=== keypad_scan_ctrl ===
keypad_scan_ctrl, floorplan with the power grid:
Scale: 8 px per um. Pins as bars on the die edge.
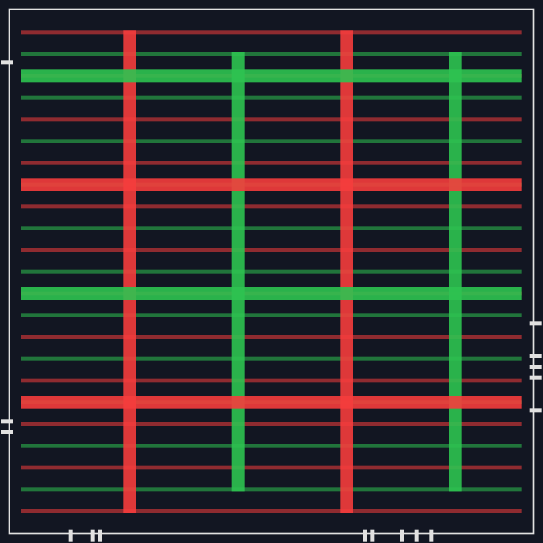

$ cat src/rtl/keypad_scan_ctrl.sv
// 4x4 keypad scanner: column drive, row sampling, press/release debounce.
// Emits a one-cycle key_valid per accepted press and key_held while down.
module keypad_scan_ctrl #(
    parameter int SCAN_CYCLES     = 16,
    parameter int DEBOUNCE_CYCLES = 960000
) (
    input  logic       clk,
    input  logic       reset,
    input  logic [3:0] rows,
    output logic [3:0] cols,
    output logic [3:0] key_code,
    output logic       key_valid,
    output logic       key_held
);

    localparam int MAXC = (SCAN_CYCLES > DEBOUNCE_CYCLES) ?
                          SCAN_CYCLES : DEBOUNCE_CYCLES;
    localparam int CW   = (MAXC > 1) ? $clog2(MAXC) : 1;

    localparam logic [CW-1:0] SCAN_TC = CW'(SCAN_CYCLES - 1);
    localparam logic [CW-1:0] DEB_TC  = CW'(DEBOUNCE_CYCLES - 1);

    typedef enum logic [1:0] {
        SCAN,
        DEB_PRESS,
        HELD,
        DEB_RELEASE
    } state_t;

    state_t          r_state;
    state_t          w_state_nx;
    logic [3:0]      r_sync1;
    logic [3:0]      r_sync2;
    logic [CW-1:0]   r_cnt;
    logic [CW-1:0]   w_cnt_nx;
    logic [1:0]      r_col;
    logic [1:0]      w_col_nx;
    logic [1:0]      r_row;
    logic [1:0]      w_row_nx;
    logic [1:0]      w_row_low;
    logic [3:0]      r_code;
    logic [3:0]      w_code_nx;
    logic            r_valid;
    logic            w_valid_nx;
    logic            w_row_s;

    // Two-flop synchronizer for the asynchronous row lines (idle high)
    always_ff @(posedge clk or negedge reset) begin
        if (!reset) begin
            r_sync1 <= 4'b1111;
            r_sync2 <= 4'b1111;
        end else begin
            r_sync1 <= rows;
            r_sync2 <= r_sync1;
        end
    end

    assign w_row_s = r_sync2[r_row];

    // Lowest-index active (low) row wins when several rows are down
    always_comb begin
        w_row_low = 2'd3;
        if (!r_sync2[0])      w_row_low = 2'd0;
        else if (!r_sync2[1]) w_row_low = 2'd1;
        else if (!r_sync2[2]) w_row_low = 2'd2;
    end

    // Next-state and datapath decisions for the scan/debounce FSM
    always_comb begin
        w_state_nx = r_state;
        w_cnt_nx   = r_cnt;
        w_col_nx   = r_col;
        w_row_nx   = r_row;
        w_code_nx  = r_code;
        w_valid_nx = 1'b0;
        case (r_state)
            SCAN: begin
                if (r_cnt == SCAN_TC) begin
                    w_cnt_nx = '0;
                    if (&r_sync2) begin
                        w_col_nx = r_col + 2'd1;
                    end else begin
                        w_row_nx   = w_row_low;
                        w_state_nx = DEB_PRESS;
                    end
                end else begin
                    w_cnt_nx = r_cnt + 1'b1;
                end
            end
            DEB_PRESS: begin
                if (r_cnt == DEB_TC) begin
                    w_cnt_nx = '0;
                    if (!w_row_s) begin
                        w_code_nx  = {r_row, r_col};
                        w_valid_nx = 1'b1;
                        w_state_nx = HELD;
                    end else begin
                        w_col_nx   = r_col + 2'd1;
                        w_state_nx = SCAN;
                    end
                end else begin
                    w_cnt_nx = r_cnt + 1'b1;
                end
            end
            HELD: begin
                if (w_row_s) begin
                    w_cnt_nx   = '0;
                    w_state_nx = DEB_RELEASE;
                end
            end
            DEB_RELEASE: begin
                if (!w_row_s) begin
                    w_cnt_nx   = '0;
                    w_state_nx = HELD;
                end else if (r_cnt == DEB_TC) begin
                    w_cnt_nx   = '0;
                    w_col_nx   = r_col + 2'd1;
                    w_state_nx = SCAN;
                end else begin
                    w_cnt_nx = r_cnt + 1'b1;
                end
            end
            default: begin
                w_cnt_nx   = '0;
                w_state_nx = SCAN;
            end
        endcase
    end

    // State, counter, column/row indices and registered outputs
    always_ff @(posedge clk or negedge reset) begin
        if (!reset) begin
            r_state <= SCAN;
            r_cnt   <= '0;
            r_col   <= 2'd0;
            r_row   <= 2'd0;
            r_code  <= 4'd0;
            r_valid <= 1'b0;
        end else begin
            r_state <= w_state_nx;
            r_cnt   <= w_cnt_nx;
            r_col   <= w_col_nx;
            r_row   <= w_row_nx;
            r_code  <= w_code_nx;
            r_valid <= w_valid_nx;
        end
    end

    assign cols      = ~(4'b0001 << r_col);
    assign key_code  = r_code;
    assign key_valid = r_valid;
    assign key_held  = (r_state == HELD) || (r_state == DEB_RELEASE);

endmodule

$ cat config.mk
export PLATFORM = sky130hd
export DESIGN_NAME = keypad_scan_ctrl
export DESIGN_NICKNAME = d
export VERILOG_FILES = /design/src/rtl/keypad_scan_ctrl.sv
export SDC_FILE = /design/constraint.sdc
export NUM_CORES = 1
export LEC_CHECK = 0
export ABC_AREA = 1
export CORE_MARGIN = 1
export CORE_UTILIZATION = 52
export CTS_BUF_LIST = sky130_fd_sc_hd__clkbuf_4 sky130_fd_sc_hd__clkbuf_8 sky130_fd_sc_hd__clkbuf_16
export DETAILED_ROUTE_END_ITERATION = 7
export PLACE_DENSITY = 0.82
export SLEW_MARGIN = 40
export SYNTH_ARGS = -nofsm -noshare
export SYNTH_HDL_FRONTEND = slang
export SYNTH_SLANG_ARGS = --single-unit
export TNS_END_PERCENT = 30
$ cat constraint.sdc
create_clock -name clk -period 1.5 [get_ports clk]
set_input_delay 0.3 -clock clk [delete_from_list [all_inputs] [get_ports clk]]
set_output_delay 0.3 -clock clk [all_outputs]
set_load 0.01 [all_outputs]
=== gprs_multiport ===
===== config.mk =====
export PLATFORM = sky130hd
export DESIGN_NAME = gprs_multiport
export DESIGN_NICKNAME = d
export VERILOG_FILES = /design/src/rtl/gprs_multiport.sv
export SDC_FILE = /design/constraint.sdc
export NUM_CORES = 1
export LEC_CHECK = 0
export ABC_AREA = 1
export CORE_MARGIN = 2
export CORE_UTILIZATION = 37
export CTS_CLUSTER_SIZE = 16
export DETAILED_ROUTE_END_ITERATION = 6
export GPL_ROUTABILITY_DRIVEN = 0
export REMOVE_ABC_BUFFERS = 1
export SLEW_MARGIN = 30
export SYNTH_ARGS = -nofsm -noshare
export SYNTH_HDL_FRONTEND = slang
export SYNTH_SLANG_ARGS = --single-unit
export TNS_END_PERCENT = 20

===== constraint.sdc =====
create_clock -name clk -period 3.1 [get_ports clk]
set_input_delay 0.465 -clock clk [delete_from_list [all_inputs] [get_ports clk]]
set_output_delay 0.465 -clock clk [all_outputs]
set_load 0.005 [all_outputs]

===== src/rtl/gprs_multiport.sv =====
// General-purpose register file: NRD combinational read ports with write bypass,
// one writeback port, one issue-side reserve port and a per-register busy scoreboard.
// Optional feature: define GPRS_R0_ZERO_EN to hardwire register 0 to zero.
module gprs_multiport #(
    parameter int unsigned DATA_W = 16,
    parameter int unsigned NREGS  = 8,
    parameter int unsigned ADDR_W = $clog2(NREGS),
    parameter int unsigned NRD    = 2
) (
    input  logic                  clk,
    input  logic                  reset,
    input  logic [NRD*ADDR_W-1:0] rs,
    output logic [NRD*DATA_W-1:0] rd,
    output logic [NRD-1:0]        rd_busy,
    input  logic                  we,
    input  logic [ADDR_W-1:0]     ws,
    input  logic [DATA_W-1:0]     wd,
    input  logic                  rsv_en,
    input  logic [ADDR_W-1:0]     rsv_addr,
    output logic [NREGS-1:0]      busy_vec
);

`ifdef GPRS_R0_ZERO_EN
    localparam bit R0_ZERO = 1'b1;
`else
    localparam bit R0_ZERO = 1'b0;
`endif

    logic [DATA_W-1:0] regs [NREGS];
    logic [NREGS-1:0]  busy_next;
    logic              wr_ok;
    logic              rsv_ok;
    logic [ADDR_W-1:0] ra;

    // An address is live if it maps to a real register that is not the hardwired R0.
    function automatic logic addr_ok(input logic [ADDR_W-1:0] a);
        logic in_range;
        in_range = ({1'b0, a} < (ADDR_W+1)'(NREGS));
        return in_range && !(R0_ZERO && (a == '0));
    endfunction

    assign wr_ok  = we && addr_ok(ws);
    assign rsv_ok = rsv_en && addr_ok(rsv_addr);

    // Scoreboard next state: writeback clears, reserve sets and wins on collision.
    always_comb begin
        busy_next = busy_vec;
        if (wr_ok) begin
            busy_next[ws] = 1'b0;
        end
        if (rsv_ok) begin
            busy_next[rsv_addr] = 1'b1;
        end
    end

    always_ff @(posedge clk) begin
        if (reset) begin
            for (int i = 0; i < int'(NREGS); i++) begin
                regs[i] <= '0;
            end
            busy_vec <= '0;
        end else begin
            if (wr_ok) begin
                regs[ws] <= wd;
            end
            busy_vec <= busy_next;
        end
    end

    // Zero-latency read ports; a same-cycle writeback bypasses data and releases the stall.
    always_comb begin
        rd      = '0;
        rd_busy = '0;
        ra      = '0;
        for (int k = 0; k < int'(NRD); k++) begin
            ra = rs[k*ADDR_W +: ADDR_W];
            if (addr_ok(ra)) begin
                rd[k*DATA_W +: DATA_W] = (wr_ok && (ws == ra)) ? wd : regs[ra];
                rd_busy[k] = busy_vec[ra] &&
                             !(wr_ok && (ws == ra) && !(rsv_ok && (rsv_addr == ws)));
            end
        end
    end

endmodule


=== writeback_sequencer ===
--- src/rtl/writeback_sequencer.sv ---
// Multicycle write-back select sequencer: accepts one request, optionally performs a memory read,
// then drives the write-back select and register write. Optional stall counter: WB_STALL_CNT_EN.
module writeback_sequencer #(
    parameter int MEM_LAT = 2,
    parameter int TIMEOUT = 16
) (
    input  logic       clk,
    input  logic       reset,
    input  logic       wb_req,
    input  logic [3:0] wb_src,
    input  logic [4:0] wb_rd,
    input  logic       mem_ready,
    output logic       busy,
    output logic       mem_read,
    output logic       mdr_load,
    output logic [3:0] mem_to_reg,
    output logic       reg_write,
    output logic [4:0] write_reg,
    output logic       wb_done,
    output logic       wb_err
`ifdef WB_STALL_CNT_EN
    ,
    output logic [15:0] stall_cnt
`endif
);

    localparam int CW = $clog2(TIMEOUT + 1);
    localparam logic [CW-1:0] LAT_C = CW'(MEM_LAT);
    localparam logic [CW-1:0] TMO_C = CW'(TIMEOUT);

    typedef enum logic [2:0] {
        ST_IDLE     = 3'd0,
        ST_MEM_REQ  = 3'd1,
        ST_MEM_WAIT = 3'd2,
        ST_MDR_LD   = 3'd3,
        ST_WRITE    = 3'd4,
        ST_ERR      = 3'd5
    } state_t;

    state_t        state_r;
    logic [3:0]    src_r;
    logic [4:0]    rd_r;
    logic [CW-1:0] cnt_r;
    logic [CW-1:0] cnt_inc_s;
    logic          src_mem_s;

    // Wait counter value for the cycle being evaluated, and memory-sourced decode of the request
    assign cnt_inc_s = cnt_r + {{(CW-1){1'b0}}, 1'b1};
    assign src_mem_s = (wb_src == 4'd1) || (wb_src == 4'd7) || (wb_src == 4'd8);

    // Sequencer FSM; outputs are registered alongside the state they belong to
    always_ff @(posedge clk) begin
        if (reset) begin
            state_r    <= ST_IDLE;
            src_r      <= 4'd0;
            rd_r       <= 5'd0;
            cnt_r      <= {CW{1'b0}};
            busy       <= 1'b0;
            mem_read   <= 1'b0;
            mdr_load   <= 1'b0;
            mem_to_reg <= 4'd0;
            reg_write  <= 1'b0;
            write_reg  <= 5'd0;
            wb_done    <= 1'b0;
            wb_err     <= 1'b0;
        end else begin
            mem_read  <= 1'b0;
            mdr_load  <= 1'b0;
            reg_write <= 1'b0;
            wb_done   <= 1'b0;
            wb_err    <= 1'b0;
            case (state_r)
                ST_IDLE: begin
                    if (wb_req) begin
                        src_r <= wb_src;
                        rd_r  <= wb_rd;
                        busy  <= 1'b1;
                        if (src_mem_s) begin
                            state_r    <= ST_MEM_REQ;
                            mem_read   <= 1'b1;
                            mem_to_reg <= wb_src;
                            write_reg  <= wb_rd;
                        end else if (wb_src <= 4'd8) begin
                            state_r    <= ST_WRITE;
                            mem_to_reg <= wb_src;
                            write_reg  <= wb_rd;
                            reg_write  <= (wb_rd != 5'd0);
                            wb_done    <= 1'b1;
                        end else begin
                            state_r    <= ST_ERR;
                            mem_to_reg <= 4'd0;
                            write_reg  <= 5'd0;
                            wb_err     <= 1'b1;
                        end
                    end else begin
                        state_r    <= ST_IDLE;
                        busy       <= 1'b0;
                        mem_to_reg <= 4'd0;
                        write_reg  <= 5'd0;
                    end
                end
                ST_MEM_REQ: begin
                    state_r <= ST_MEM_WAIT;
                    cnt_r   <= {CW{1'b0}};
                end
                ST_MEM_WAIT: begin
                    cnt_r <= cnt_inc_s;
                    // Data arriving on the final allowed cycle still beats the timeout
                    if ((cnt_inc_s >= LAT_C) && mem_ready) begin
                        state_r  <= ST_MDR_LD;
                        mdr_load <= 1'b1;
                    end else if (cnt_inc_s >= TMO_C) begin
                        state_r    <= ST_ERR;
                        mem_to_reg <= 4'd0;
                        write_reg  <= 5'd0;
                        wb_err     <= 1'b1;
                    end else begin
                        state_r <= ST_MEM_WAIT;
                    end
                end
                ST_MDR_LD: begin
                    state_r   <= ST_WRITE;
                    reg_write <= (rd_r != 5'd0);
                    wb_done   <= 1'b1;
                end
                ST_WRITE, ST_ERR: begin
                    state_r    <= ST_IDLE;
                    busy       <= 1'b0;
                    mem_to_reg <= 4'd0;
                    write_reg  <= 5'd0;
                end
                default: begin
                    state_r    <= ST_IDLE;
                    busy       <= 1'b0;
                    mem_to_reg <= 4'd0;
                    write_reg  <= 5'd0;
                end
            endcase
        end
    end

`ifdef WB_STALL_CNT_EN
    // Saturating count of cycles spent waiting on memory
    always_ff @(posedge clk) begin
        if (reset) begin
            stall_cnt <= 16'd0;
        end else if ((state_r == ST_MEM_WAIT) && (stall_cnt != 16'hFFFF)) begin
            stall_cnt <= stall_cnt + 16'd1;
        end else begin
            stall_cnt <= stall_cnt;
        end
    end
`endif

endmodule

--- config.mk ---
export PLATFORM = sky130hd
export DESIGN_NAME = writeback_sequencer
export DESIGN_NICKNAME = d
export VERILOG_FILES = /design/src/rtl/writeback_sequencer.sv
export SDC_FILE = /design/constraint.sdc
export NUM_CORES = 1
export LEC_CHECK = 0
export CAP_MARGIN = 20
export CORE_UTILIZATION = 45
export CTS_BUF_LIST = sky130_fd_sc_hd__clkbuf_4
export CTS_CLUSTER_SIZE = 12
export DETAILED_ROUTE_END_ITERATION = 10
export PLACE_DENSITY = 0.69
export REMOVE_ABC_BUFFERS = 1
export SLEW_MARGIN = 30
export SYNTH_ARGS = -nofsm -noshare
export SYNTH_HDL_FRONTEND = slang
export SYNTH_SLANG_ARGS = --single-unit
export TNS_END_PERCENT = 20
--- constraint.sdc ---
create_clock -name clk -period 3.15 [get_ports clk]
set_input_delay 0.63 -clock clk [delete_from_list [all_inputs] [get_ports clk]]
set_output_delay 0.63 -clock clk [all_outputs]
set_load 0.02 [all_outputs]
=== writeback_queue ===
`src/rtl/writeback_queue.sv`:
```
// Register-file write-port sequencer: merges ALU and load results into an in-order
// FIFO, drains one entry per cycle onto the write port, and publishes a pending mask.
module writeback_queue #(
    parameter int DEPTH  = 4,
    parameter int DATA_W = 16,
    parameter int ADDR_W = 4
) (
    input  logic                      clk,
    input  logic                      rst,
    input  logic                      alu_valid,
    input  logic [ADDR_W-1:0]         alu_rd,
    input  logic [DATA_W-1:0]         alu_data,
    output logic                      alu_ready,
    input  logic                      ld_valid,
    input  logic [ADDR_W-1:0]         ld_rd,
    input  logic [DATA_W-1:0]         ld_data,
    output logic                      ld_ready,
    input  logic                      drain_en,
    output logic                      reg_write,
    output logic [ADDR_W-1:0]         write_reg,
    output logic [DATA_W-1:0]         write_data,
    output logic [(1<<ADDR_W)-1:0]    pending,
    output logic [$clog2(DEPTH):0]    count
);

    localparam int PTR_W = $clog2(DEPTH);
    localparam int CNT_W = PTR_W + 1;
    localparam logic [CNT_W-1:0] CNT_FULL   = CNT_W'(DEPTH);
    localparam logic [CNT_W-1:0] CNT_ALMOST = CNT_W'(DEPTH - 1);

    logic [ADDR_W-1:0] mem_rd   [DEPTH];
    logic [DATA_W-1:0] mem_data [DEPTH];
    logic [PTR_W-1:0]  head;
    logic [PTR_W-1:0]  tail;
    logic [PTR_W-1:0]  alu_slot;
    logic [PTR_W-1:0]  scan_idx;
    logic              ld_store;
    logic              alu_store;
    logic              pop;
    logic [CNT_W-1:0]  count_next;

    // Readiness looks only at registered occupancy; the ALU needs two free slots
    // whenever a load is competing, since the load always takes the first one.
    assign ld_ready  = (count < CNT_FULL);
    assign alu_ready = ld_valid ? (count < CNT_ALMOST) : (count < CNT_FULL);

    assign ld_store   = ld_valid & ld_ready & (ld_rd != '0);
    assign alu_store  = alu_valid & alu_ready & (alu_rd != '0);
    assign pop        = drain_en & (count != '0);
    assign alu_slot   = tail + PTR_W'(ld_store);
    assign count_next = count + CNT_W'(ld_store) + CNT_W'(alu_store) - CNT_W'(pop);

    always_ff @(posedge clk) begin
        if (!rst) begin
            head       <= '0;
            tail       <= '0;
            count      <= '0;
            reg_write  <= 1'b0;
            write_reg  <= '0;
            write_data <= '0;
        end else begin
            tail      <= tail + PTR_W'(ld_store) + PTR_W'(alu_store);
            count     <= count_next;
            reg_write <= pop;
            if (pop) begin
                head       <= head + PTR_W'(1);
                write_reg  <= mem_rd[head];
                write_data <= mem_data[head];
            end
        end
    end

    always_ff @(posedge clk) begin
        if (rst) begin
            if (ld_store) begin
                mem_rd[tail]   <= ld_rd;
                mem_data[tail] <= ld_data;
            end
            if (alu_store) begin
                mem_rd[alu_slot]   <= alu_rd;
                mem_data[alu_slot] <= alu_data;
            end
        end
    end

    // Hazard mask covers every live FIFO slot plus the write currently on the port.
    always_comb begin
        pending  = '0;
        scan_idx = '0;
        for (int i = 0; i < DEPTH; i++) begin
            scan_idx = head + PTR_W'(i);
            if (CNT_W'(i) < count) begin
                pending[mem_rd[scan_idx]] = 1'b1;
            end
        end
        if (reg_write) begin
            pending[write_reg] = 1'b1;
        end
        pending[0] = 1'b0;
    end

endmodule

```
`config.mk`:
```
export PLATFORM = sky130hd
export DESIGN_NAME = writeback_queue
export DESIGN_NICKNAME = d
export VERILOG_FILES = /design/src/rtl/writeback_queue.sv
export SDC_FILE = /design/constraint.sdc
export NUM_CORES = 1
export LEC_CHECK = 0
export ABC_AREA = 1
export CAP_MARGIN = 10
export CORE_MARGIN = 5
export CORE_UTILIZATION = 45
export CTS_CLUSTER_DIAMETER = 100
export DETAILED_ROUTE_END_ITERATION = 16
export GPL_TIMING_DRIVEN = 0
export PLACE_DENSITY_LB_ADDON = 0.08
export SETUP_SLACK_MARGIN = 0.4
export SYNTH_ARGS = -nofsm -noshare
export SYNTH_HDL_FRONTEND = slang
export SYNTH_SLANG_ARGS = --single-unit
```
`constraint.sdc`:
```
create_clock -name clk -period 4.1 [get_ports clk]
set_input_delay 0.41 -clock clk [delete_from_list [all_inputs] [get_ports clk]]
set_output_delay 0.41 -clock clk [all_outputs]
set_load 0.05 [all_outputs]
```

==> gallery <==
Cell area per tile.
(a)
Scale: 2 px per um. 15 x 15 tiles, from white (low) to dark blue (high), 0 to 100% covered.
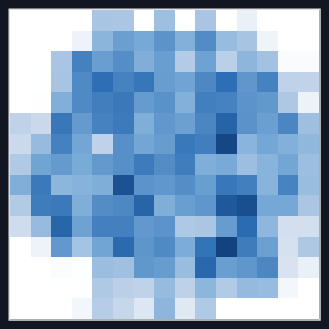
(b)
Scale: 4 px per um. 11 x 11 tiles, from white (low) to dark blue (high), 0 to 100% covered.
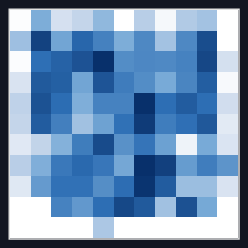
(c)
Scale: 2 px per um. 13 x 13 tiles, from white (low) to dark blue (high), 0 to 100% covered.
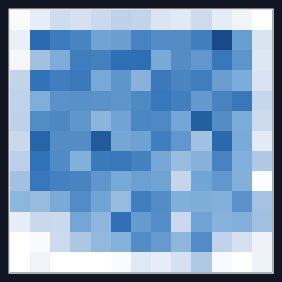
(d)
Scale: 4 px per um. 7 x 7 tiles, from white (low) to dark blue (high), 0 to 100% covered.
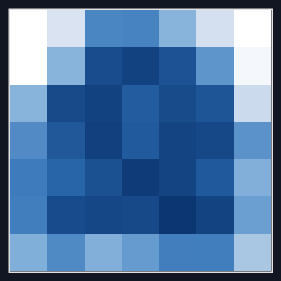
(a) is gprs_multiport.
(d) is keypad_scan_ctrl.
(b) is writeback_sequencer.
(c) is writeback_queue.
- lowest utilization: (a)

Key to (d):
fullest tile: 98%
densest ninth of the die: centre
mean over tiles: 65%
tiles over 75% full: 47%
nearly empty tiles: 6.1%

writeback_queue, routing congestion:
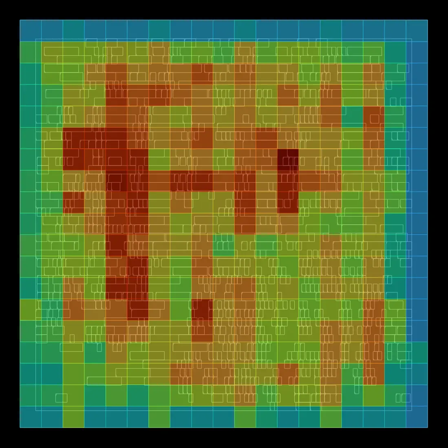
met3 Track Usage GR: 4.167%
gr busiest metal: met2
global-route usage over all layers: 24.39%

writeback_queue, routed clock nets over the placement:
Scale: 4 px per um.
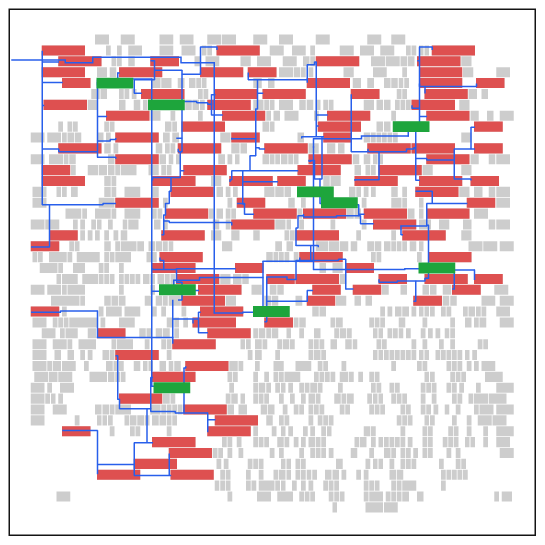
[clock wires] blue | length: 1,370 um
[cells driving clock nets] green | count: 9
[flip-flops] red | count: 110
routed clock nets: 10
insertion delay to the later sink of the worst-skew pair: 0.37 ns
Clock net power: 0.829 mW
Max Clock Skew: 0.01075 ns

==> results.py, writeback_queue <==
# Metrics from the implementation run
metrics = {
    "worst_setup_path": {
        "crit_type": "reg2out",
    },
    "floorplanning": {
        "num_rows": 44,
    },
    "routing": {
        "vias_per_cell": 5.559,
        "wl_met3_mm": 2.331,
        "firstDrtPassIters": 5,
        "via_count": 6565,
        "ant_nets": 0,
        "wl_met1_mm": 9.218,
    },
    "hold_path": {
        "hp-class": "reg2reg",
    },
    "logic_synthesis": {
        "async_reset_ff_share_pct": 0,
        "ys_area_um2": 6605,
        "yosys_warnings": 0,
    },
    "sta": {
        "tns_ns": 0,
        "final-setup-viol-count": 0,
        "fin_crit_sh_pct": 85.09,
    },
    "finish": {
        "utilization_pct": 55.08,
        "reg.largest.list": "mem_data (64), mem_rd (16), write_data (16)",
        "finalInstanceArea_um2": 7975,
        "sh_seq_area_pct": 37.65,
        "seq_area_um2": 3003,
        "nonClkBufAreaFrac_pct": 14.70,
    },
    "grt": {
        "grt_pass1_wl_mm": 33.14,
    },
    "run_status": {
        "status": "complete, no violations",
    },
    "pwr": {
        "p_clk_share_pct": 15.4,
        "p_sw_mw": 2.671,
    },
}
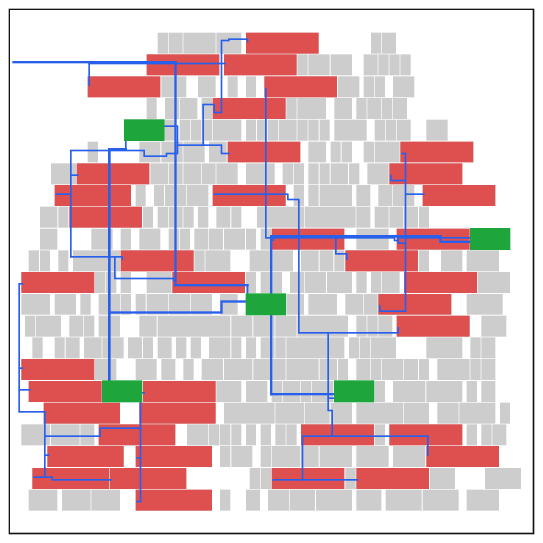
keypad_scan_ctrl: routed clock nets over the placement
Scale: 8 px per um.
[flip-flops] red | count: 39
[clock wires] blue | length: 523 um
[cells driving clock nets] green | count: 5
routed clock nets: 6
flops lie: widely spread

keypad_scan_ctrl, routing congestion:
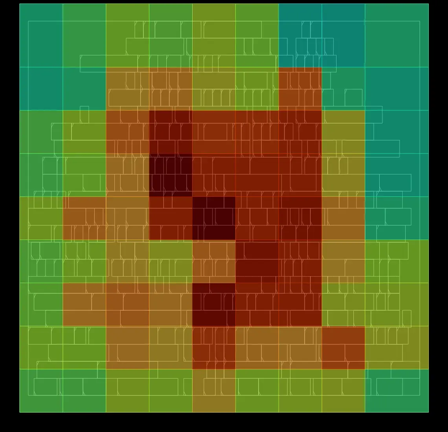
GR Layer Usage met2: 43.81%
Final Util: 75.74%
gr busiest metal: met2
met3 Track Usage GR: 6.597%

## Picture notes: 'floorplan with the power grid' of keypad_scan_ctrl
| net | colour |
|---|---|
| VDD | green |
| VSS | red |
met5 straps: 4
signal pins: 16
Max VDD drop: 0.001082 V
Core Area: 3744 um^2

==> results.py, keypad_scan_ctrl <==
# Metrics from the implementation run
metrics = {
    "run_status": {
        "status": "complete, but fails checks",
        "violations": "setup timing",
    },
    "logic_synthesis": {
        "synth_nets": 261,
        "synth-xor-area-share_pct": 1.679,
        "synth-seq-cells": 39,
        "top_area_share_pct": 37.17,
        "simple_gate_area_share_pct": 32.07,
        "flop_cell": "dfrtp_1",
        "synth_area_per_cell_um2": 8.348,
        "top_logic_kind": "simple AND/OR/NAND/NOR gates",
    },
    "finish": {
        "nonClkBufAreaFrac_pct": 17.48,
        "finalInstanceArea_um2": 2835,
        "mostFrequentLayoutCell": "nand2_1",
        "area_delta_synth_final_pct": 35.85,
        "fill_cells": 264,
    },
    "sta": {
        "finalHoldViolations": 0,
        "rsz0062_at_grt": "yes",
        "final-setup-viol-count": 31,
        "layout_setup_ws_ns": -0.2441,
    },
    "hold_path": {
        "holdPathStages": 0,
        "hp-class": "reg2reg",
        "holdPathEnd": "r_sync2[1]",
    },
    "floorplanning": {
        "num_rows": 22,
        "pin_count": 16,
    },
    "clocking": {
        "cts_inserted_buffers": 5,
    },
    "routing": {
        "via_count": 1936,
        "ant_nets": 0,
        "top_layer": "met4",
    },
    "grt": {
        "grt_start_max_net_pins": 25,
    },
    "worst_setup_path": {
        "crit_slowest_cell": "dfrtp_1",
        "path_cells": "ha_4 > nand3_4 > nor2_1 > nand3_1 > nor3_1 > buf_4 > o211ai_1 > o21ai_0",
    },
    "job": {
        "warnings": 31,
    },
    "pwr": {
        "power.group.top": "combinational cells",
    },
}
writeback_sequencer, floorplan with the power grid:
Scale: 8 px per um. Pins as bars on the die edge.
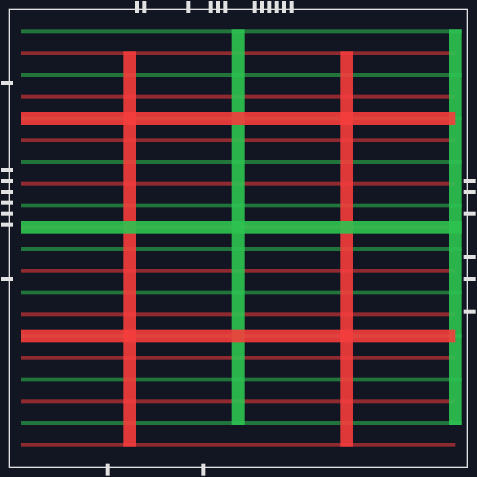
| net | colour |
|---|---|
| VDD | green |
| VSS | red |
signal pins: 28
met5 straps: 3
met1 rails: 20
met4 straps: 4
rows: 19

==> results.py, writeback_sequencer <==
# Metrics from the implementation run
metrics = {
    "logic_synthesis": {
        "simple_gate_area_share_pct": 25.30,
        "yosys.area_share.aoi_pct": 21.81,
        "yosys_warnings": 0,
        "ys_types": 41,
        "ys_seq_share_pct": 41.06,
    },
    "sta": {
        "tns_ns": 0,
        "finalHoldViolations": 0,
    },
    "worst_setup_path": {
        "cp.depth": 1,
        "r2r_end": "write_reg[0]",
    },
    "clocking": {
        "cts-resized-gates": 0,
        "cts_buffer_depth": 2,
    },
    "pwr": {
        "power.group.top": "sequential cells",
        "vdd_drop_max_v": 0.0003241,
        "seqPwrFrac_pct": 51.8,
    },
    "routing": {
        "firstDrtPassIters": 4,
    },
    "floorplanning": {
        "die_area_um2": 3258,
    },
    "run_status": {
        "status": "complete, no violations",
    },
    "grt": {
        "grt_pass1_vias": 1168,
    },
}
gprs_multiport, floorplan with the power grid:
Scale: 3 px per um. Pins as bars on the die edge.
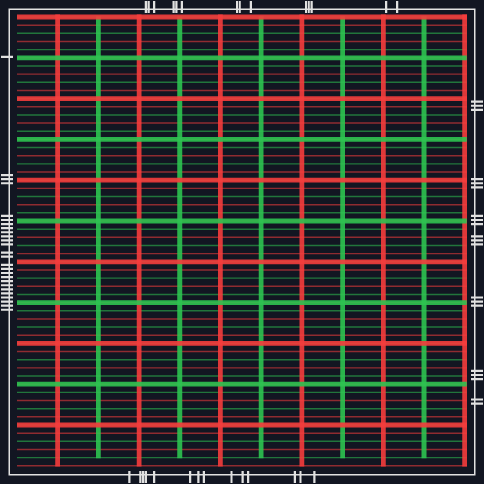
| net | colour |
|---|---|
| VDD | green |
| VSS | red |
rows: 55
met1 rails: 56
met5 straps: 11
met4 straps: 11

==> results.py, gprs_multiport <==
# Metrics from the implementation run
metrics = {
    "run_status": {
        "status": "complete, no violations",
    },
    "logic_synthesis": {
        "async_reset_ff_share_pct": 0,
        "ys_seq_share_pct": 47.68,
        "syn_area_um2": 8398,
    },
    "worst_setup_path": {
        "worst-path-buf-inv": 4,
        "critPathTopFamily": "buffers and inverters",
        "cp-end-kind": "primary output",
    },
    "grt": {
        "antenna_found_initial": 0,
        "gr-usage-met2_pct": 38.05,
    },
    "pwr": {
        "comb_power_share_pct": 17.9,
        "powerClk_mw": 1.92,
    },
    "finish": {
        "diodes": 0,
        "largest_register_ffs": 128,
        "drive_above_1_share_pct": 8.494,
    },
    "sta": {
        "relSlewSlack_pct": 68.18,
    },
    "hold_path": {
        "holdPathStages": 2,
    },
    "clocking": {
        "cts_buffer_depth": 2,
    },
    "routing": {
        "wl_met3_mm": 2.425,
    },
    "place": {
        "dp_cells": 1501,
    },
}

=== l2_arbiter ===
l2_arbiter, routing congestion:
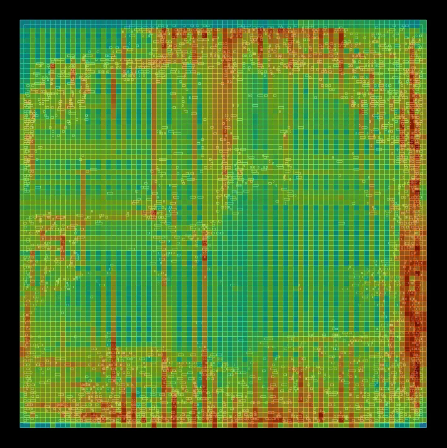

### src/rtl/l2_arb_pkg.sv
// Shared types and default widths for the two-port L2 arbiter.
// The grant selection helper lives here so the arbitration rule sits in one place.
package l2_arb_pkg;

  localparam int ADDR_W_DEF = 32;
  localparam int LINE_W_DEF = 256;
  localparam int CNT_W_DEF  = 16;

  typedef enum logic [1:0] {
    IDLE    = 2'd0,
    SERVE_I = 2'd1,
    SERVE_D = 2'd2
  } arb_state_t;

  typedef enum logic {
    GRANT_I = 1'b0,
    GRANT_D = 1'b1
  } grant_t;

  // Round-robin pick: under contention the side that was not served last wins.
  function automatic arb_state_t pick_serve(logic i_req, logic d_req, grant_t last);
    arb_state_t nxt;
    nxt = IDLE;
    if (i_req && d_req)
      nxt = (last == GRANT_D) ? SERVE_I : SERVE_D;
    else if (i_req)
      nxt = SERVE_I;
    else if (d_req)
      nxt = SERVE_D;
    return nxt;
  endfunction

endpackage

### src/rtl/l2_arbiter_sat_counter.sv
// Saturating up-counter: increments on inc, holds once it reaches all-ones.
module sat_counter #(
  parameter int CNT_W = 16
) (
  input  logic             clk,
  input  logic             rst,
  input  logic             inc,
  output logic [CNT_W-1:0] count
);

  localparam logic [CNT_W-1:0] ONE = {{(CNT_W-1){1'b0}}, 1'b1};

  always_ff @(posedge clk or posedge rst) begin
    if (rst)
      count <= '0;
    else if (inc && (count != '1))
      count <= count + ONE;
  end

endmodule

### src/rtl/l2_arbiter.sv
// Round-robin arbiter between the L1 I-cache and D-cache in front of the L2.
// State is registered; L2 commands and responses are routed combinationally from the held inputs.
module l2_arbiter
  import l2_arb_pkg::*;
#(
  parameter int ADDR_W = ADDR_W_DEF,
  parameter int LINE_W = LINE_W_DEF,
  parameter int CNT_W  = CNT_W_DEF
) (
  input  logic              clk,
  input  logic              rst,
  input  logic              i_read,
  input  logic [ADDR_W-1:0] i_address,
  output logic              i_resp,
  output logic [LINE_W-1:0] i_rdata,
  input  logic              d_read,
  input  logic              d_write,
  input  logic [ADDR_W-1:0] d_address,
  input  logic [LINE_W-1:0] d_wdata,
  output logic              d_resp,
  output logic [LINE_W-1:0] d_rdata,
  output logic              l2_read,
  output logic              l2_write,
  output logic [ADDR_W-1:0] l2_address,
  output logic [LINE_W-1:0] l2_wdata,
  input  logic              l2_resp,
  input  logic [LINE_W-1:0] l2_rdata,
  output logic [CNT_W-1:0]  i_count,
  output logic [CNT_W-1:0]  d_count
);

  // state   | meaning
  // IDLE    | no grant; L2 commands low; sample requests at the edge
  // SERVE_I | I-cache granted; wait for l2_resp
  // SERVE_D | D-cache granted; wait for l2_resp
  arb_state_t state;
  grant_t     last_grant;
  logic       d_req;
  logic       i_done;
  logic       d_done;

  assign d_req  = d_read | d_write;
  assign i_done = (state == SERVE_I) && l2_resp;
  assign d_done = (state == SERVE_D) && l2_resp;

  always_ff @(posedge clk or posedge rst) begin
    if (rst) begin
      state      <= IDLE;
      last_grant <= GRANT_D;
    end else begin
      case (state)
        IDLE: state <= pick_serve(i_read, d_req, last_grant);
        SERVE_I: begin
          if (l2_resp) begin
            state      <= IDLE;
            last_grant <= GRANT_I;
          end
        end
        SERVE_D: begin
          if (l2_resp) begin
            state      <= IDLE;
            last_grant <= GRANT_D;
          end
        end
        default: state <= IDLE;
      endcase
    end
  end

  // A withdrawn command simply drags the L2 command low; the grant is held until l2_resp.
  always_comb begin
    l2_read    = 1'b0;
    l2_write   = 1'b0;
    l2_address = '0;
    l2_wdata   = '0;
    i_resp     = 1'b0;
    i_rdata    = '0;
    d_resp     = 1'b0;
    d_rdata    = '0;
    case (state)
      SERVE_I: begin
        l2_read    = i_read;
        l2_address = i_address;
        i_resp     = l2_resp;
        i_rdata    = l2_rdata;
      end
      SERVE_D: begin
        l2_read    = d_read & ~d_write;
        l2_write   = d_write;
        l2_address = d_address;
        l2_wdata   = d_wdata;
        d_resp     = l2_resp;
        d_rdata    = l2_rdata;
      end
      default: ;
    endcase
  end

  sat_counter #(.CNT_W(CNT_W)) u_i_cnt (
    .clk   (clk),
    .rst   (rst),
    .inc   (i_done),
    .count (i_count)
  );

  sat_counter #(.CNT_W(CNT_W)) u_d_cnt (
    .clk   (clk),
    .rst   (rst),
    .inc   (d_done),
    .count (d_count)
  );

  a_i_held: assert property (@(posedge clk) disable iff (rst) (state == SERVE_I) |-> i_read)
    else $error("I-cache request withdrawn before l2_resp");
  a_d_held: assert property (@(posedge clk) disable iff (rst) (state == SERVE_D) |-> d_req)
    else $error("D-cache request withdrawn before l2_resp");

endmodule

### config.mk
export PLATFORM = sky130hd
export DESIGN_NAME = l2_arbiter
export DESIGN_NICKNAME = d
export VERILOG_FILES = /design/src/rtl/l2_arb_pkg.sv /design/src/rtl/l2_arbiter_sat_counter.sv /design/src/rtl/l2_arbiter.sv
export SDC_FILE = /design/constraint.sdc
export NUM_CORES = 1
export LEC_CHECK = 0
export ABC_AREA = 1
export CAP_MARGIN = 20
export CORE_AREA = 5 5 549 551
export DETAILED_ROUTE_END_ITERATION = 10
export DIE_AREA = 0 0 554 556
export PLACE_DENSITY = 0.3
export SYNTH_ARGS = -nofsm -noshare
export SYNTH_HDL_FRONTEND = slang
export SYNTH_HIERARCHICAL = 1
export SYNTH_SLANG_ARGS = --single-unit
### constraint.sdc
create_clock -name clk -period 2 [get_ports clk]
set_clock_uncertainty 0.05 [all_clocks]
set_input_delay 0.4 -clock clk [delete_from_list [all_inputs] [get_ports clk]]
set_output_delay 0.4 -clock clk [all_outputs]
set_load 0.01 [all_outputs]
=== stopwatch_ctrl ===
## src/rtl/stopwatch_ctrl.sv

```systemverilog
// Stopwatch controller: debounced start/stop/lap buttons drive an FSM.
// Define STOPWATCH_LAP_EN to build the LAP state and the LapN debouncer.

module stopwatch_deb #(
  parameter int unsigned DEB_CYCLES = 4
) (
  input  logic Clk,
  input  logic RES,
  input  logic i_btn_n,
  output logic o_press
);
  localparam logic [7:0] LP_DEB = 8'(DEB_CYCLES);

  logic [1:0] r_sync;
  logic       r_lvl;
  logic [7:0] r_cnt;
  logic       r_armed;
  logic       r_press;
  logic       w_full;

  assign w_full  = (r_cnt == LP_DEB);
  assign o_press = r_press;

  // Counter saturates at DEB_CYCLES so a held button fires only once.
  always_ff @(posedge Clk) begin
    if (RES) begin
      r_sync  <= 2'b11;
      r_lvl   <= 1'b1;
      r_cnt   <= '0;
      r_armed <= 1'b0;
      r_press <= 1'b0;
    end else begin
      r_sync  <= {r_sync[0], i_btn_n};
      r_press <= 1'b0;
      if (r_sync[1] != r_lvl) begin
        r_lvl <= r_sync[1];
        r_cnt <= 8'd1;
      end else if (!w_full) begin
        r_cnt <= r_cnt + 8'd1;
      end
      if (w_full && !r_lvl && r_armed) begin
        r_press <= 1'b1;
        r_armed <= 1'b0;
      end else if (w_full && r_lvl) begin
        r_armed <= 1'b1;
      end
    end
  end
endmodule

module stopwatch_ctrl #(
  parameter int unsigned DEB_CYCLES = 4
) (
  input  logic       Clk,
  input  logic       RES,
  input  logic       StartN,
  input  logic       StopN,
  input  logic       LapN,
  input  logic       ScanTick,
  output logic       CntEN,
  output logic       CntCLR,
  output logic       Hold,
  output logic [1:0] DigSel,
  output logic       Running
);
  localparam logic [1:0] S_IDLE   = 2'd0;
  localparam logic [1:0] S_RUN    = 2'd1;
`ifdef STOPWATCH_LAP_EN
  localparam logic [1:0] S_LAP    = 2'd2;
`endif
  localparam logic [1:0] S_PAUSED = 2'd3;

  logic       w_start;
  logic       w_stop;
  logic       w_ev_start;
  logic [1:0] w_nxt;
  logic       w_run_nxt;
  logic [1:0] r_state;
  logic       r_run;
  logic       r_clr;
  logic [1:0] r_dig;

  stopwatch_deb #(.DEB_CYCLES(DEB_CYCLES)) u_start (
    .Clk(Clk), .RES(RES), .i_btn_n(StartN), .o_press(w_start)
  );
  stopwatch_deb #(.DEB_CYCLES(DEB_CYCLES)) u_stop (
    .Clk(Clk), .RES(RES), .i_btn_n(StopN), .o_press(w_stop)
  );

  // Stop beats start beats lap when pulses coincide.
  assign w_ev_start = w_start & ~w_stop;

`ifdef STOPWATCH_LAP_EN
  logic w_lap;
  logic w_ev_lap;
  logic r_hold;

  stopwatch_deb #(.DEB_CYCLES(DEB_CYCLES)) u_lap (
    .Clk(Clk), .RES(RES), .i_btn_n(LapN), .o_press(w_lap)
  );

  assign w_ev_lap  = w_lap & ~w_stop & ~w_start;
  assign w_run_nxt = (w_nxt == S_RUN) || (w_nxt == S_LAP);
  assign Hold      = r_hold;

  always_ff @(posedge Clk) begin
    if (RES) r_hold <= 1'b0;
    else     r_hold <= (w_nxt == S_LAP);
  end
`else
  logic w_unused_lap;
  assign w_unused_lap = LapN;
  assign w_run_nxt    = (w_nxt == S_RUN);
  assign Hold         = 1'b0;
`endif

  always_comb begin
    w_nxt = r_state;
    case (r_state)
      S_IDLE: if (w_ev_start) w_nxt = S_RUN;
      S_RUN: begin
        if (w_stop) w_nxt = S_PAUSED;
`ifdef STOPWATCH_LAP_EN
        else if (w_ev_lap) w_nxt = S_LAP;
`endif
      end
`ifdef STOPWATCH_LAP_EN
      S_LAP: begin
        if (w_stop) w_nxt = S_PAUSED;
        else if (w_ev_lap) w_nxt = S_RUN;
      end
`endif
      S_PAUSED: begin
        if (w_stop) w_nxt = S_IDLE;
        else if (w_ev_start) w_nxt = S_RUN;
      end
      default: w_nxt = S_IDLE;
    endcase
  end

  always_ff @(posedge Clk) begin
    if (RES) begin
      r_state <= S_IDLE;
      r_run   <= 1'b0;
      r_clr   <= 1'b1;
      r_dig   <= 2'd0;
    end else begin
      r_state <= w_nxt;
      r_run   <= w_run_nxt;
      r_clr   <= (r_state == S_PAUSED) && w_stop;
      r_dig   <= r_dig + {1'b0, ScanTick};
    end
  end

  assign CntEN   = r_run;
  assign Running = r_run;
  assign CntCLR  = r_clr;
  assign DigSel  = r_dig;
endmodule
```

## config.mk

```make
export PLATFORM = sky130hd
export DESIGN_NAME = stopwatch_ctrl
export DESIGN_NICKNAME = d
export VERILOG_FILES = /design/src/rtl/stopwatch_ctrl.sv
export SDC_FILE = /design/constraint.sdc
export NUM_CORES = 1
export LEC_CHECK = 0
export CORE_ASPECT_RATIO = 0.9
export CORE_MARGIN = 2
export CORE_UTILIZATION = 45
export DETAILED_ROUTE_END_ITERATION = 8
export HOLD_SLACK_MARGIN = 0.1
export PLACE_DENSITY_LB_ADDON = 0.08
export RECOVER_POWER = 50
export SYNTH_ARGS = -nofsm -noshare
export SYNTH_HDL_FRONTEND = slang
export SYNTH_SLANG_ARGS = --single-unit
```

## constraint.sdc

```tcl
create_clock -name Clk -period 1.2 [get_ports Clk]
set_input_delay 0.12 -clock Clk [delete_from_list [all_inputs] [get_ports Clk]]
set_output_delay 0.12 -clock Clk [all_outputs]
set_load 0.05 [all_outputs]
```

l2_arbiter, routed clock nets over the placement:
Scale: 1 px per um.
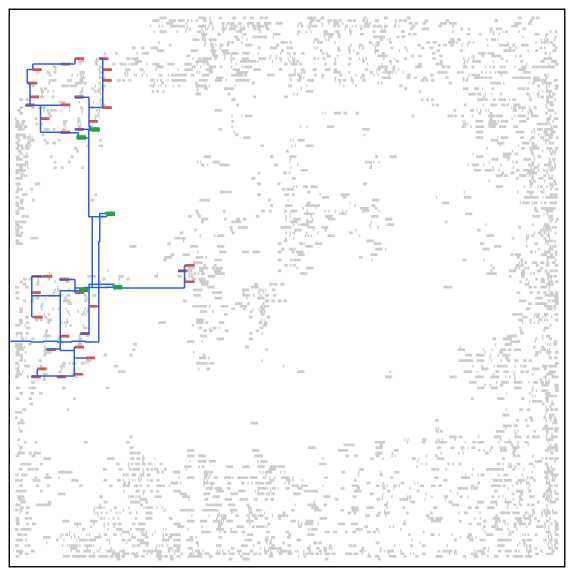
[clock wires] blue | length: 1,330 um
[flip-flops] red | count: 35
[cells driving clock nets] green | count: 5
routed clock nets: 6
insertion delay to the later sink of the worst-skew pair: 0.31 ns
share of power burned in the clock network: 2.7%
Clock net power: 0.908 mW

l2_arbiter, cell area per tile:
Scale: 0.5 px per um. 28 x 28 tiles, from white (low) to dark blue (high), 0 to 100% covered.
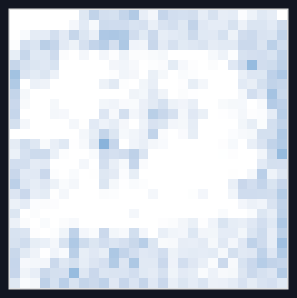
fullest tile: 45%
nearly empty tiles: 34%
mean over tiles: 10%

About 'routing congestion' of l2_arbiter:
gr busiest metal: met2
global-route usage over all layers: 15.10%
drt wl/cell: 31.65 um

==> results.py, l2_arbiter <==
# Metrics from the implementation run
metrics = {
    "run_status": {
        "status": "complete, but fails checks",
        "violations": "setup timing",
    },
    "hold_path": {
        "hp-class": "reg2reg",
    },
    "sta": {
        "finalHoldWorstSlack_ns": 0.5176,
        "tns_ns": -331.43,
        "final-setup-viol-count": 833,
        "layout_setup_ws_ns": -0.6329,
        "finalCriticalPeriod_ns": 2.633,
        "rsz0062_at_grt": "yes",
    },
    "worst_setup_path": {
        "startpoint": "state[1]",
        "crit_arrival_ns": 2.18,
        "ff2ff_setup_slack_ns": -0.25,
        "worst-path-buf-inv": 5,
    },
    "logic_synthesis": {
        "ys_area_um2": 9072,
        "ys_types": 26,
        "ys_sh_mux_pct": 0,
        "synth-seq-cells": 35,
        "syn_area_um2": 9072,
        "ys_cells": 2060,
        "synthAdderAreaFrac_pct": 0.8275,
    },
    "job": {
        "warnings": 31,
    },
    "routing": {
        "drc_errors": 0,
        "via_count": 19450,
    },
    "place": {
        "hpwl_mm": 228.9,
    },
    "finish": {
        "nonClkBufAreaFrac_pct": 61.26,
        "nClkBuffers": 5,
        "non_clock_buffer_count": 1836,
        "logic_area_um2": 4875,
    },
    "grt": {
        "grt_pass1_wl_mm": 289.1,
    },
}
stopwatch_ctrl, routed clock nets over the placement:
Scale: 10 px per um.
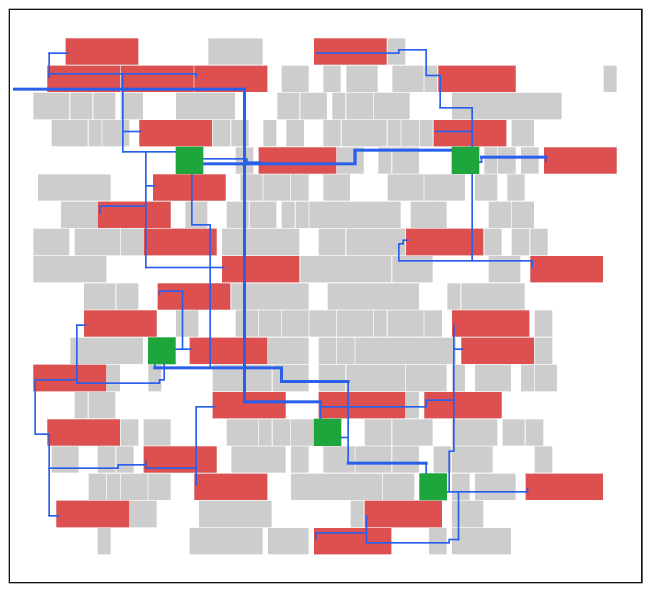
[flip-flops] red | count: 32
[cells driving clock nets] green | count: 5
[clock wires] blue | length: 432 um
routed clock nets: 6

==> results.py, stopwatch_ctrl <==
# Metrics from the implementation run
metrics = {
    "pwr": {
        "p_seq_mw": 1.18,
        "power.group.top": "sequential cells",
    },
    "sta": {
        "final-setup-viol-count": 7,
        "fin_crit_sh_pct": 105.5,
        "layout_setup_ws_ns": -0.06548,
    },
    "logic_synthesis": {
        "yosys_warnings": 0,
        "simple_gate_area_share_pct": 27.14,
        "synthAdderAreaFrac_pct": 4.421,
    },
    "run_status": {
        "violations": "setup timing",
        "status": "complete, but fails checks",
    },
    "grt": {
        "overflow": 0,
    },
    "floorplanning": {
        "coreArea_um2": 3019,
        "pin_count": 12,
    },
    "hold_path": {
        "holdPathStages": 2,
    },
    "place": {
        "hpwl_mm": 1.884,
        "port-buffer-count": 9,
    },
    "finish": {
        "utilization_pct": 66.60,
    },
    "clocking": {
        "postCtsSetupBuffers": 5,
    },
}

==> screenshots <==
Floorplan with the power grid.
Plate I
Scale: 8 px per um. Pins as bars on the die edge.
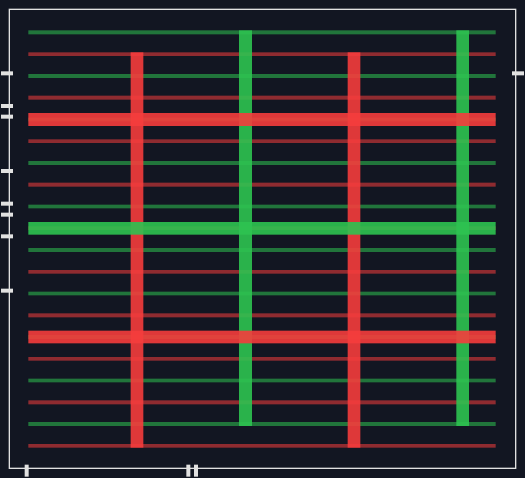
Plate II
Pins as bars on the die edge.
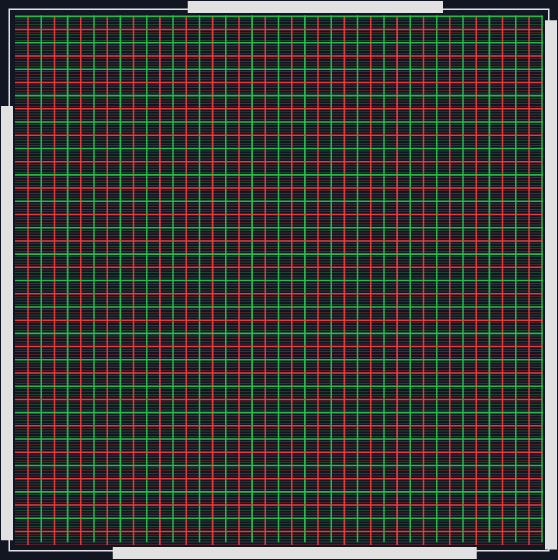
| picture | from |
|---|---|
| Plate II | l2_arbiter |
| Plate I | stopwatch_ctrl |



==> notes/layouts.md <==
Pictures saved along the way, in no particular order.

Routing congestion.
image #1
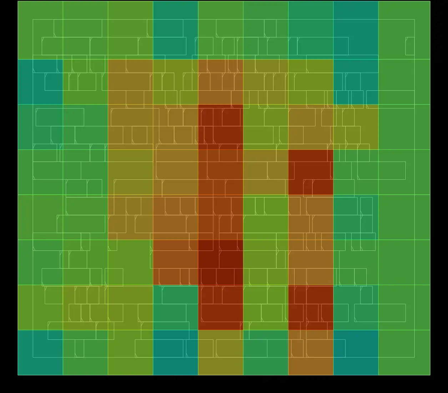
image #2
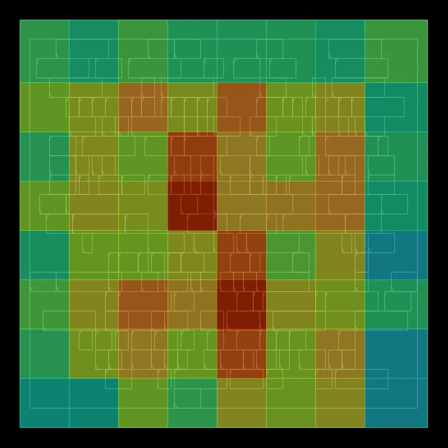
image #3
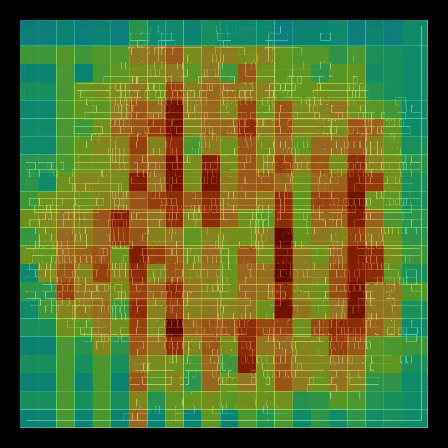
stopwatch_ctrl -> image #1
gprs_multiport -> image #3
writeback_sequencer -> image #2

No activity file was given, so power comes from the tool's default toggle rates.
